=== block 1 ===
**Block 1: routed clock nets over the placement**

(6 px per um)
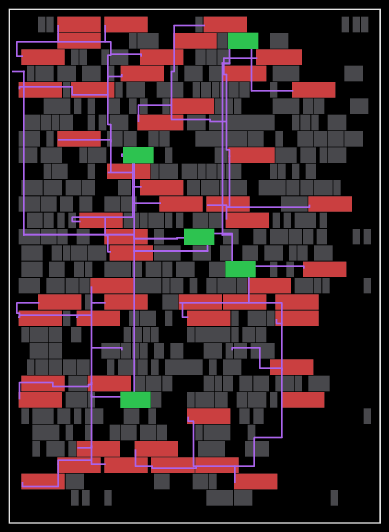

## src/rtl/conv_ctrl.sv

```systemverilog
//------------------------------------------------------------------------------
// conv_ctrl
//
// Sequencing controller for a KERNEL_SIZE x KERNEL_SIZE PE array and its three
// inter-row FIFOs. It accepts a raster pixel stream over valid/ready and drives
// the array load/advance strobes and the FIFO pointer controls. It also flags
// which FIFO-2 reads carry a valid convolution output.
//
// Ports
//   clk1       in   sole clock
//   rst        in   synchronous, active-high reset
//   start      in   begins a frame when IDLE, ignored otherwise
//   ifm_valid  in   pixel available upstream
//   ifm_ready  out  controller accepts a pixel (STREAM only)
//   set_wgt    out  weight buffer load strobe
//   set_ifm    out  IFM buffer load strobe (one per accepted pixel)
//   set_reg    out  PE advance strobe
//   wr_en[2:0] out  FIFO k write enable
//   rd_en[2:0] out  FIFO k read enable
//   rd_clr     out  FIFO read-pointer clear
//   wr_clr     out  FIFO write-pointer clear
//   out_valid  out  the FIFO-2 read in this cycle is a valid conv result
//   busy       out  high in every state except IDLE
//   done       out  one-cycle end-of-frame pulse
//   stall_cnt  out  STREAM cycles spent with ifm_valid low
//
// Build option
//   CONV_CTRL_STALL_CNT_EN  enables the saturating stall counter. When it is
//                           left undefined, stall_cnt is tied to zero.
//------------------------------------------------------------------------------
`timescale 1ns/1ps

module conv_ctrl #(
    parameter int IFM_W       = 8,
    parameter int IFM_H       = 8,
    parameter int KERNEL_SIZE = 3,
    parameter int FIFO_SIZE   = 7,
    parameter int CNT_WIDTH   = 8
) (
    input  logic        clk1,
    input  logic        rst,
    input  logic        start,
    input  logic        ifm_valid,
    output logic        ifm_ready,
    output logic        set_wgt,
    output logic        set_ifm,
    output logic        set_reg,
    output logic [2:0]  wr_en,
    output logic [2:0]  rd_en,
    output logic        rd_clr,
    output logic        wr_clr,
    output logic        out_valid,
    output logic        busy,
    output logic        done,
    output logic [15:0] stall_cnt
);

    localparam logic [2:0] S_IDLE     = 3'd0;
    localparam logic [2:0] S_CLEAR    = 3'd1;
    localparam logic [2:0] S_LOAD_WGT = 3'd2;
    localparam logic [2:0] S_STREAM   = 3'd3;
    localparam logic [2:0] S_DRAIN    = 3'd4;
    localparam logic [2:0] S_DONE     = 3'd5;

    // Occupancy at which FIFOs 0/1 start being read. The value is clamped to
    // the FIFO depth so that a mis-parameterised build cannot overfill a FIFO.
    localparam int LP_RD_THR_I = (IFM_W - KERNEL_SIZE < FIFO_SIZE) ?
                                 (IFM_W - KERNEL_SIZE) : FIFO_SIZE;

    localparam logic [CNT_WIDTH-1:0] LP_ONE       = CNT_WIDTH'(1);
    localparam logic [CNT_WIDTH-1:0] LP_COL_LAST  = CNT_WIDTH'(IFM_W - 1);
    localparam logic [CNT_WIDTH-1:0] LP_ROW_LAST  = CNT_WIDTH'(IFM_H - 1);
    localparam logic [CNT_WIDTH-1:0] LP_FILL      = CNT_WIDTH'(KERNEL_SIZE);
    localparam logic [CNT_WIDTH-1:0] LP_RD_THR    = CNT_WIDTH'(LP_RD_THR_I);
    localparam logic [CNT_WIDTH-1:0] LP_WIN_FIRST = CNT_WIDTH'(KERNEL_SIZE - 1);

    logic [2:0]           r_state;
    logic [2:0]           w_state_nxt;
    logic [CNT_WIDTH-1:0] r_col;      // input raster position
    logic [CNT_WIDTH-1:0] r_row;
    logic [CNT_WIDTH-1:0] r_ocol;     // position of the pixel leaving FIFO 2
    logic [CNT_WIDTH-1:0] r_orow;
    logic [CNT_WIDTH-1:0] r_adv_cnt;  // advances since CLEAR, saturates at LP_FILL
    logic [CNT_WIDTH-1:0] r_wr_cnt;   // writes per FIFO, saturates at LP_RD_THR
    logic                 r_acc_d;    // accept delayed by one cycle

    logic w_accept;
    logic w_set_reg;
    logic w_wr;
    logic w_rd01;
    logic w_rd2;
    logic w_last_in;
    logic w_last_out;

    assign w_accept  = (r_state == S_STREAM) && ifm_valid;
    // DRAIN keeps the array stepping after the input has ended. In the first
    // DRAIN cycle, this term overlaps the delayed final accept and produces
    // only one advance.
    assign w_set_reg = r_acc_d || (r_state == S_DRAIN);
    // The row pipeline is full once KERNEL_SIZE pixels have moved through it.
    assign w_wr      = w_set_reg && (r_adv_cnt == LP_FILL);
    // All FIFOs are written together, so one write counter serves all three.
    assign w_rd01    = w_wr && (r_wr_cnt == LP_RD_THR);
    assign w_rd2     = w_set_reg && (r_wr_cnt != '0);

    assign w_last_in  = w_accept && (r_col == LP_COL_LAST) && (r_row == LP_ROW_LAST);
    assign w_last_out = w_rd2 && (r_ocol == LP_COL_LAST) && (r_orow == LP_ROW_LAST);

    always_comb begin
        // NOTE: the default comes first so that no path leaves the signal unassigned, which would infer a latch.
        w_state_nxt = r_state;
        case (r_state)
            S_IDLE:     if (start) w_state_nxt = S_CLEAR;
            S_CLEAR:    w_state_nxt = S_LOAD_WGT;
            S_LOAD_WGT: w_state_nxt = S_STREAM;
            S_STREAM:   if (w_last_in) w_state_nxt = S_DRAIN;
            S_DRAIN:    if (w_last_out) w_state_nxt = S_DONE;
            S_DONE:     w_state_nxt = S_IDLE;
            default:    w_state_nxt = S_IDLE;
        endcase
    end

    // NOTE: sequential state uses non-blocking assignments, so every register samples pre-edge values.
    always_ff @(posedge clk1) begin
        if (rst) begin
            r_state   <= S_IDLE;
            r_col     <= '0;
            r_row     <= '0;
            r_ocol    <= '0;
            r_orow    <= '0;
            r_adv_cnt <= '0;
            r_wr_cnt  <= '0;
            r_acc_d   <= 1'b0;
        end else begin
            r_state <= w_state_nxt;
            r_acc_d <= w_accept;
            if (r_state == S_CLEAR) begin
                r_col     <= '0;
                r_row     <= '0;
                r_ocol    <= '0;
                r_orow    <= '0;
                r_adv_cnt <= '0;
                r_wr_cnt  <= '0;
            end else begin
                if (w_accept) begin
                    if (r_col == LP_COL_LAST) begin
                        r_col <= '0;
                        r_row <= (r_row == LP_ROW_LAST) ? '0 : r_row + LP_ONE;
                    end else begin
                        r_col <= r_col + LP_ONE;
                    end
                end
                if (w_set_reg && (r_adv_cnt != LP_FILL)) r_adv_cnt <= r_adv_cnt + LP_ONE;
                if (w_wr && (r_wr_cnt != LP_RD_THR))     r_wr_cnt  <= r_wr_cnt + LP_ONE;
                if (w_rd2) begin
                    if (r_ocol == LP_COL_LAST) begin
                        r_ocol <= '0;
                        r_orow <= (r_orow == LP_ROW_LAST) ? '0 : r_orow + LP_ONE;
                    end else begin
                        r_ocol <= r_ocol + LP_ONE;
                    end
                end
            end
        end
    end

    assign ifm_ready = (r_state == S_STREAM);
    assign set_wgt   = (r_state == S_LOAD_WGT);
    assign rd_clr    = (r_state == S_CLEAR);
    assign wr_clr    = (r_state == S_CLEAR);
    assign busy      = (r_state != S_IDLE);
    assign done      = (r_state == S_DONE);
    assign set_ifm   = w_accept;
    assign set_reg   = w_set_reg;
    assign wr_en     = {3{w_wr}};
    assign rd_en     = {w_rd2, w_rd01, w_rd01};
    // Only full kernel windows (bottom-right corner at or beyond K-1, K-1)
    // produce a result.
    assign out_valid = w_rd2 && (r_orow >= LP_WIN_FIRST) && (r_ocol >= LP_WIN_FIRST);

`ifdef CONV_CTRL_STALL_CNT_EN
    logic [15:0] r_stall_cnt;

    always_ff @(posedge clk1) begin
        if (rst || (r_state == S_CLEAR)) begin
            r_stall_cnt <= '0;
        end else if ((r_state == S_STREAM) && !ifm_valid && (r_stall_cnt != 16'hFFFF)) begin
            r_stall_cnt <= r_stall_cnt + 16'd1;
        end
    end

    assign stall_cnt = r_stall_cnt;
`else
    assign stall_cnt = '0;
`endif

endmodule

```

## config.mk

```make
export PLATFORM = sky130hd
export DESIGN_NAME = conv_ctrl
export DESIGN_NICKNAME = d
export VERILOG_FILES = /design/src/rtl/conv_ctrl.sv
export SDC_FILE = /design/constraint.sdc
export NUM_CORES = 1
export LEC_CHECK = 0
export CAP_MARGIN = 20
export CORE_ASPECT_RATIO = 1.4
export CORE_UTILIZATION = 55
export DETAILED_ROUTE_END_ITERATION = 10
export PLACE_DENSITY = 0.83
export SYNTH_ARGS = -nofsm -noshare
export SYNTH_HDL_FRONTEND = slang
export SYNTH_SLANG_ARGS = --single-unit
```

## constraint.sdc

```tcl
create_clock -name clk1 -period 2.79 [get_ports clk1]
set_clock_uncertainty 0.05 [all_clocks]
set_input_delay 0.837 -clock clk1 [delete_from_list [all_inputs] [get_ports clk1]]
set_output_delay 0.837 -clock clk1 [all_outputs]
set_load 0.01 [all_outputs]
```

=== block 2 ===
===== config.mk =====
export PLATFORM = sky130hd
export DESIGN_NAME = movebit_seq
export DESIGN_NICKNAME = d
export VERILOG_FILES = /design/src/rtl/movebit_seq.sv
export SDC_FILE = /design/constraint.sdc
export NUM_CORES = 1
export LEC_CHECK = 0
export ABC_AREA = 1
export CORE_MARGIN = 8
export CORE_UTILIZATION = 60
export CTS_BUF_LIST = sky130_fd_sc_hd__clkbuf_2
export DETAILED_ROUTE_END_ITERATION = 10
export GPL_ROUTABILITY_DRIVEN = 0
export PLACE_DENSITY = 0.84
export SYNTH_ARGS = -nofsm -noshare
export SYNTH_HDL_FRONTEND = slang
export SYNTH_SLANG_ARGS = --single-unit

===== constraint.sdc =====
create_clock -name clk -period 5.6 [get_ports clk]
set_clock_uncertainty 0.05 [all_clocks]
set_input_delay 1.12 -clock clk [delete_from_list [all_inputs] [get_ports clk]]
set_output_delay 1.12 -clock clk [all_outputs]
set_load 0.01 [all_outputs]

===== src/rtl/movebit_seq.sv =====
// Iterative MOVEBIT unit: popcount of imm16 drives inverting the top c bits of rs,
// then an arithmetic right shift by c, one immediate bit or shift step per cycle.
module movebit_seq (
    input  logic        clk,
    input  logic        reset,
    input  logic        start,
    input  logic [31:0] rs_val,
    input  logic [15:0] imm16,
    output logic        busy,
    output logic        done,
    output logic [31:0] result
);

    typedef enum logic [1:0] {
        StIdle,
        StCount,
        StShift,
        StDone
    } state_e;

    state_e      state_q, state_d;
    logic [31:0] rs_q, rs_d;
    logic [15:0] imm_q, imm_d;
    logic [31:0] mask_q, mask_d;
    logic [4:0]  cnt_q, cnt_d;
    logic [3:0]  idx_q, idx_d;
    logic [31:0] work_q, work_d;
    logic [31:0] result_q, result_d;

    always_comb begin
        state_d  = state_q;
        rs_d     = rs_q;
        imm_d    = imm_q;
        mask_d   = mask_q;
        cnt_d    = cnt_q;
        idx_d    = idx_q;
        work_d   = work_q;
        result_d = result_q;

        unique case (state_q)
            StIdle: begin
                if (start) begin
                    rs_d    = rs_val;
                    imm_d   = imm16;
                    mask_d  = 32'h0;
                    cnt_d   = 5'd0;
                    idx_d   = 4'd0;
                    state_d = StCount;
                end
            end
            StCount: begin
                // Each set immediate bit extends the inversion mask down from bit 31.
                if (imm_q[0]) begin
                    cnt_d  = cnt_q + 5'd1;
                    mask_d = {1'b1, mask_q[31:1]};
                end
                imm_d = imm_q >> 1;
                idx_d = idx_q + 4'd1;
                if (idx_q == 4'd15) begin
                    work_d  = rs_q ^ mask_d;
                    state_d = (cnt_d != 5'd0) ? StShift : StDone;
                end
            end
            StShift: begin
                work_d = {work_q[31], work_q[31:1]};
                cnt_d  = cnt_q - 5'd1;
                if (cnt_q == 5'd1) begin
                    state_d = StDone;
                end
            end
            StDone: begin
                state_d = StIdle;
            end
            default: begin
                state_d = StIdle;
            end
        endcase

        // Result register captures only on the edge that enters DONE.
        if (state_d == StDone && state_q != StDone) begin
            result_d = work_d;
        end
    end

    always_ff @(posedge clk) begin
        if (!reset) begin
            state_q  <= StIdle;
            rs_q     <= 32'h0;
            imm_q    <= 16'h0;
            mask_q   <= 32'h0;
            cnt_q    <= 5'd0;
            idx_q    <= 4'd0;
            work_q   <= 32'h0;
            result_q <= 32'h0;
        end else begin
            state_q  <= state_d;
            rs_q     <= rs_d;
            imm_q    <= imm_d;
            mask_q   <= mask_d;
            cnt_q    <= cnt_d;
            idx_q    <= idx_d;
            work_q   <= work_d;
            result_q <= result_d;
        end
    end

    assign busy   = (state_q != StIdle);
    assign done   = (state_q == StDone);
    assign result = result_q;

endmodule


**Block 2: nets reached from selected ports**

(4 px per um)
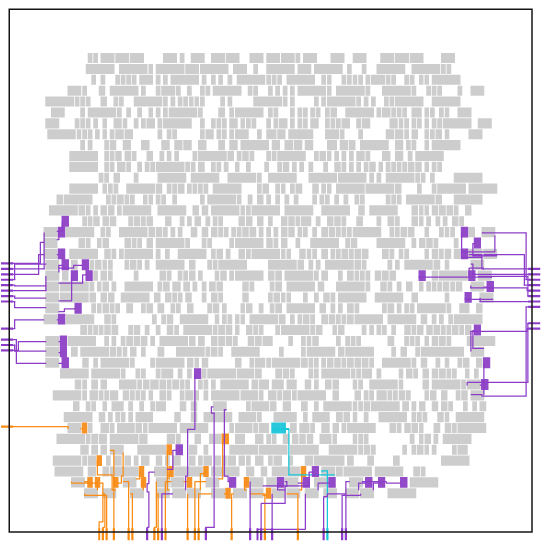
legend:
  imm16:
    colour: orange
    bits: 16
    direction: input
    edge: 15 bottom, 1 left
    end_cells: 16
    buffers: 16
    wire: 280 um
  start:
    colour: cyan
    bits: 1
    direction: input
    edge: bottom
    end_cells: 2
    buffers: 1
    wire: 44.3 um
  rs_val:
    colour: purple
    bits: 32
    direction: input
    edge: 12 left, 10 bottom, 10 right
    end_cells: 32
    buffers: 32
    wire: 746 um

**Block 2: placement by cell class**

(2 px per um)
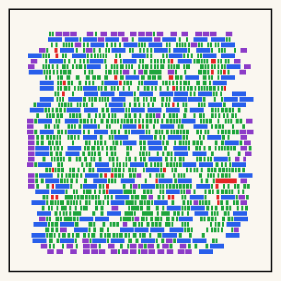
legend:
  all other logic:
    colour: green
    cells: 1005
    share_of_their_area: 51%
  flip-flops:
    colour: blue
    cells: 155
    share_of_their_area: 36%
  clock drivers and dummy loads:
    colour: red
    cells: 32
    share_of_their_area: 2.1%
  other buffers and delay cells:
    colour: purple
    cells: 96
    share_of_their_area: 11%

==> results.rst, block 2 <==
Implementation results
======================

.. list-table::
   :header-rows: 1

   * - Metric
     - Value
   * - Fraction of the yosys area taken by sequential cells
     - 39.6%
   * - WP data required
     - 6180 ps
   * - Core region area
     - 12700 um^2
   * - Worst-path clk slew
     - 210 ps
   * - Dominant class by area
     - multi-input combinational cells
   * - Ordered cell list for the critical path
     - inv_1 -> ha_1 -> inv_2 -> nor2_2 -> buf_4 -> inv_1 -> nor2_1 -> nand3_1 -> nand2_2 -> nand3_4 -> nand2_1 -> inv_2 -> nor2_1
   * - Log Warnings
     - 32
   * - Detail Placement HPWL
     - 12.8 mm
   * - Power Dens Cells
     - 235 nW/um^2
   * - Global-route wire length before repair
     - 31.6 mm
   * - Run status
     - completed
   * - Inverters, non-clock
     - 178
   * - Fraction of standard cell area in multi-input logic
     - 42.5%
   * - Fraction of layout instances using a drive strength above 1
     - 4.58%
   * - Cells after Synth
     - 1236
## block 2: metal layers
| metal | GRT usage (%) | vias up |
|---|---|---|
| li1 | - | 3978 |
| met1 | 27.9 | 3461 |
| met2 | 39.5 | 208 |
| met3 | 4.57 | 34 |
| met4 | 8.64 | 0 |
| met5 | 0 | - |
## block 2: power by group
group | leakage, nW | internal [mW] | total (mW) | switching [mW]
clock network | 0.116 | 0.153 | 0.527 | 0.375
logic | 2.28 | 0.116 | 0.364 | 0.248
registers | 1.26 | 1.15 | 1.19 | 0.0339
total | 3.66 | 1.42 | 2.08 | 0.657
## block 2: Yosys cell counts (all sizes together)
cell | count | share of area (%)
nand2 | 352 | 17
o31ai | 1 | 0.096
nand4 | 34 | 2.7
a31oi | 15 | 1.2
nor3 | 4 | 0.26
dfxtp | 155 | 40
inv | 178 | 8.5
clkbuf | 50 | 2.4
xnor2 | 1 | 0.11
a22oi | 1 | 0.096
buf | 26 | 1.9
o21ai | 53 | 3.4
nor3b | 1 | 0.096
nor2 | 109 | 5.3
xor2 | 2 | 0.22
or2 | 1 | 0.080
o22ai | 4 | 0.32
nand3 | 131 | 8.5
ha | 9 | 1.4
a21oi | 109 | 7.0
**Block 1: clock wiring as the flow saved it**

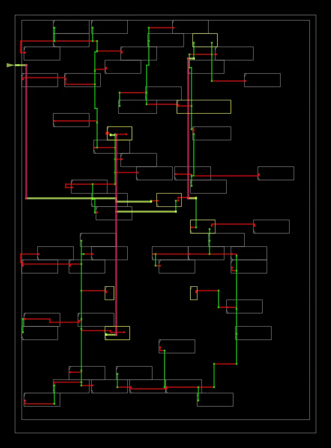
power dissipated in the clock network: 510 uW
clock network latency to the later pin of the worst-skew pair: 310 ps

**Block 1: placement by cell class**

(3 px per um)
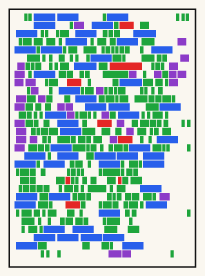
legend:
  clock drivers and dummy loads:
    colour: red
    cells: 8
    share_of_their_area: 3.6%
  all other logic:
    colour: green
    cells: 256
    share_of_their_area: 52%
  flip-flops:
    colour: blue
    cells: 52
    share_of_their_area: 35%
  other buffers and delay cells:
    colour: purple
    cells: 33
    share_of_their_area: 9.6%

About 'routed clock nets over the placement' of block 1:
legend:
  flip-flops:
    colour: red
    count: 52
  clock wires:
    colour: purple
    length: 610 um
  cells driving clock nets:
    colour: green
    count: 5
flops lie: widely spread

==> results.rst, block 1 <==
Implementation results
======================

.. list-table::
   :header-rows: 1

   * - Metric
     - Value
   * - Worst path top cell family by delay
     - buffers and inverters
   * - Sort of element at the end of the critical path
     - output port
   * - Proportion of cell area occupied by registers
     - 34.0%
   * - Post-synth top area share
     - 38.1%
   * - Buffering stage count on the worst path with inverters included
     - 2
   * - Fraction of the yosys area taken by sequential cells
     - 38.1%
   * - Run status
     - completed
   * - Number of distinct standard cells referenced by the synthesized netlist
     - 46
   * - Overflow left after global routing
     - 0
   * - Total number of H-tree levels
     - 2
   * - Maximum number of pins on one net before global-route repair
     - 30
   * - NonClk Buf Share
     - 9.33%
   * - Final number of max-transition violations
     - 0
   * - Placed cell count
     - 405
   * - WP data required
     - 1900 ps
   * - Overall power of the completed layout
     - 1.34 mW
   * - Die Width
     - 61.6 um
   * - Row cnt
     - 30
   * - Yosys Instances
     - 326
-- block 1: logic make-up (layout without fill, tap and decap cells) --
kind of cell,after synthesis,count (layout)
XOR/XNOR,33,33
flip-flops,52,52
adder cells (fa/ha/maj),10,10
AND/OR/NAND/NOR,154,154
other,1,16
multiplexers,2,2
AND-OR/OR-AND,30,30
buffers and inverters,44,52
-- block 1: sequential cells by signal, summed over array words and instances, names as in the netlist --
signal,count
r_adv_cnt,8
r_acc_d,1
r_orow,8
r_row,8
r_state,3
r_col,8
r_wr_cnt,8
r_ocol,8
-- block 1: worst paths after layout --
| kind | depth (start not counted) | from | slack (ps) | endpoint |
|---|---|---|---|---|
| setup / recovery | 4 | r_state[1] | 110 | set_reg |
| hold / removal | 2 | r_adv_cnt[1] | 440 | r_adv_cnt[1] |
| setup reg to reg | 5 | r_ocol[3] | 630 | r_orow[6] |
| hold reg to reg | 2 | r_adv_cnt[1] | 440 | r_adv_cnt[1] |
-- block 1: power by group through the flow --
stage                     clock [mW]  sequential, mW  combinational, mW
after floorplan                    0           0.764             0.0660
after detailed placement           0           0.764             0.0788
after global routing           0.555           0.748             0.0876
after global placement             0           0.764             0.0785
after CTS                      0.517           0.747             0.0790
final                          0.510           0.747             0.0781


==> gallery <==
Met3 routing.
picture 1
(3 px per um) Cells faint in the background.
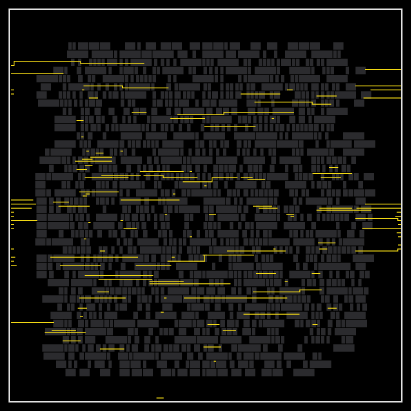
picture 2
(4 px per um) Cells faint in the background.
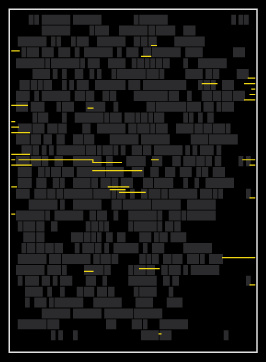
The one with the largest die is picture 1.
block 2: picture 1
block 1: picture 2

Power and IR drop assume default switching activity.
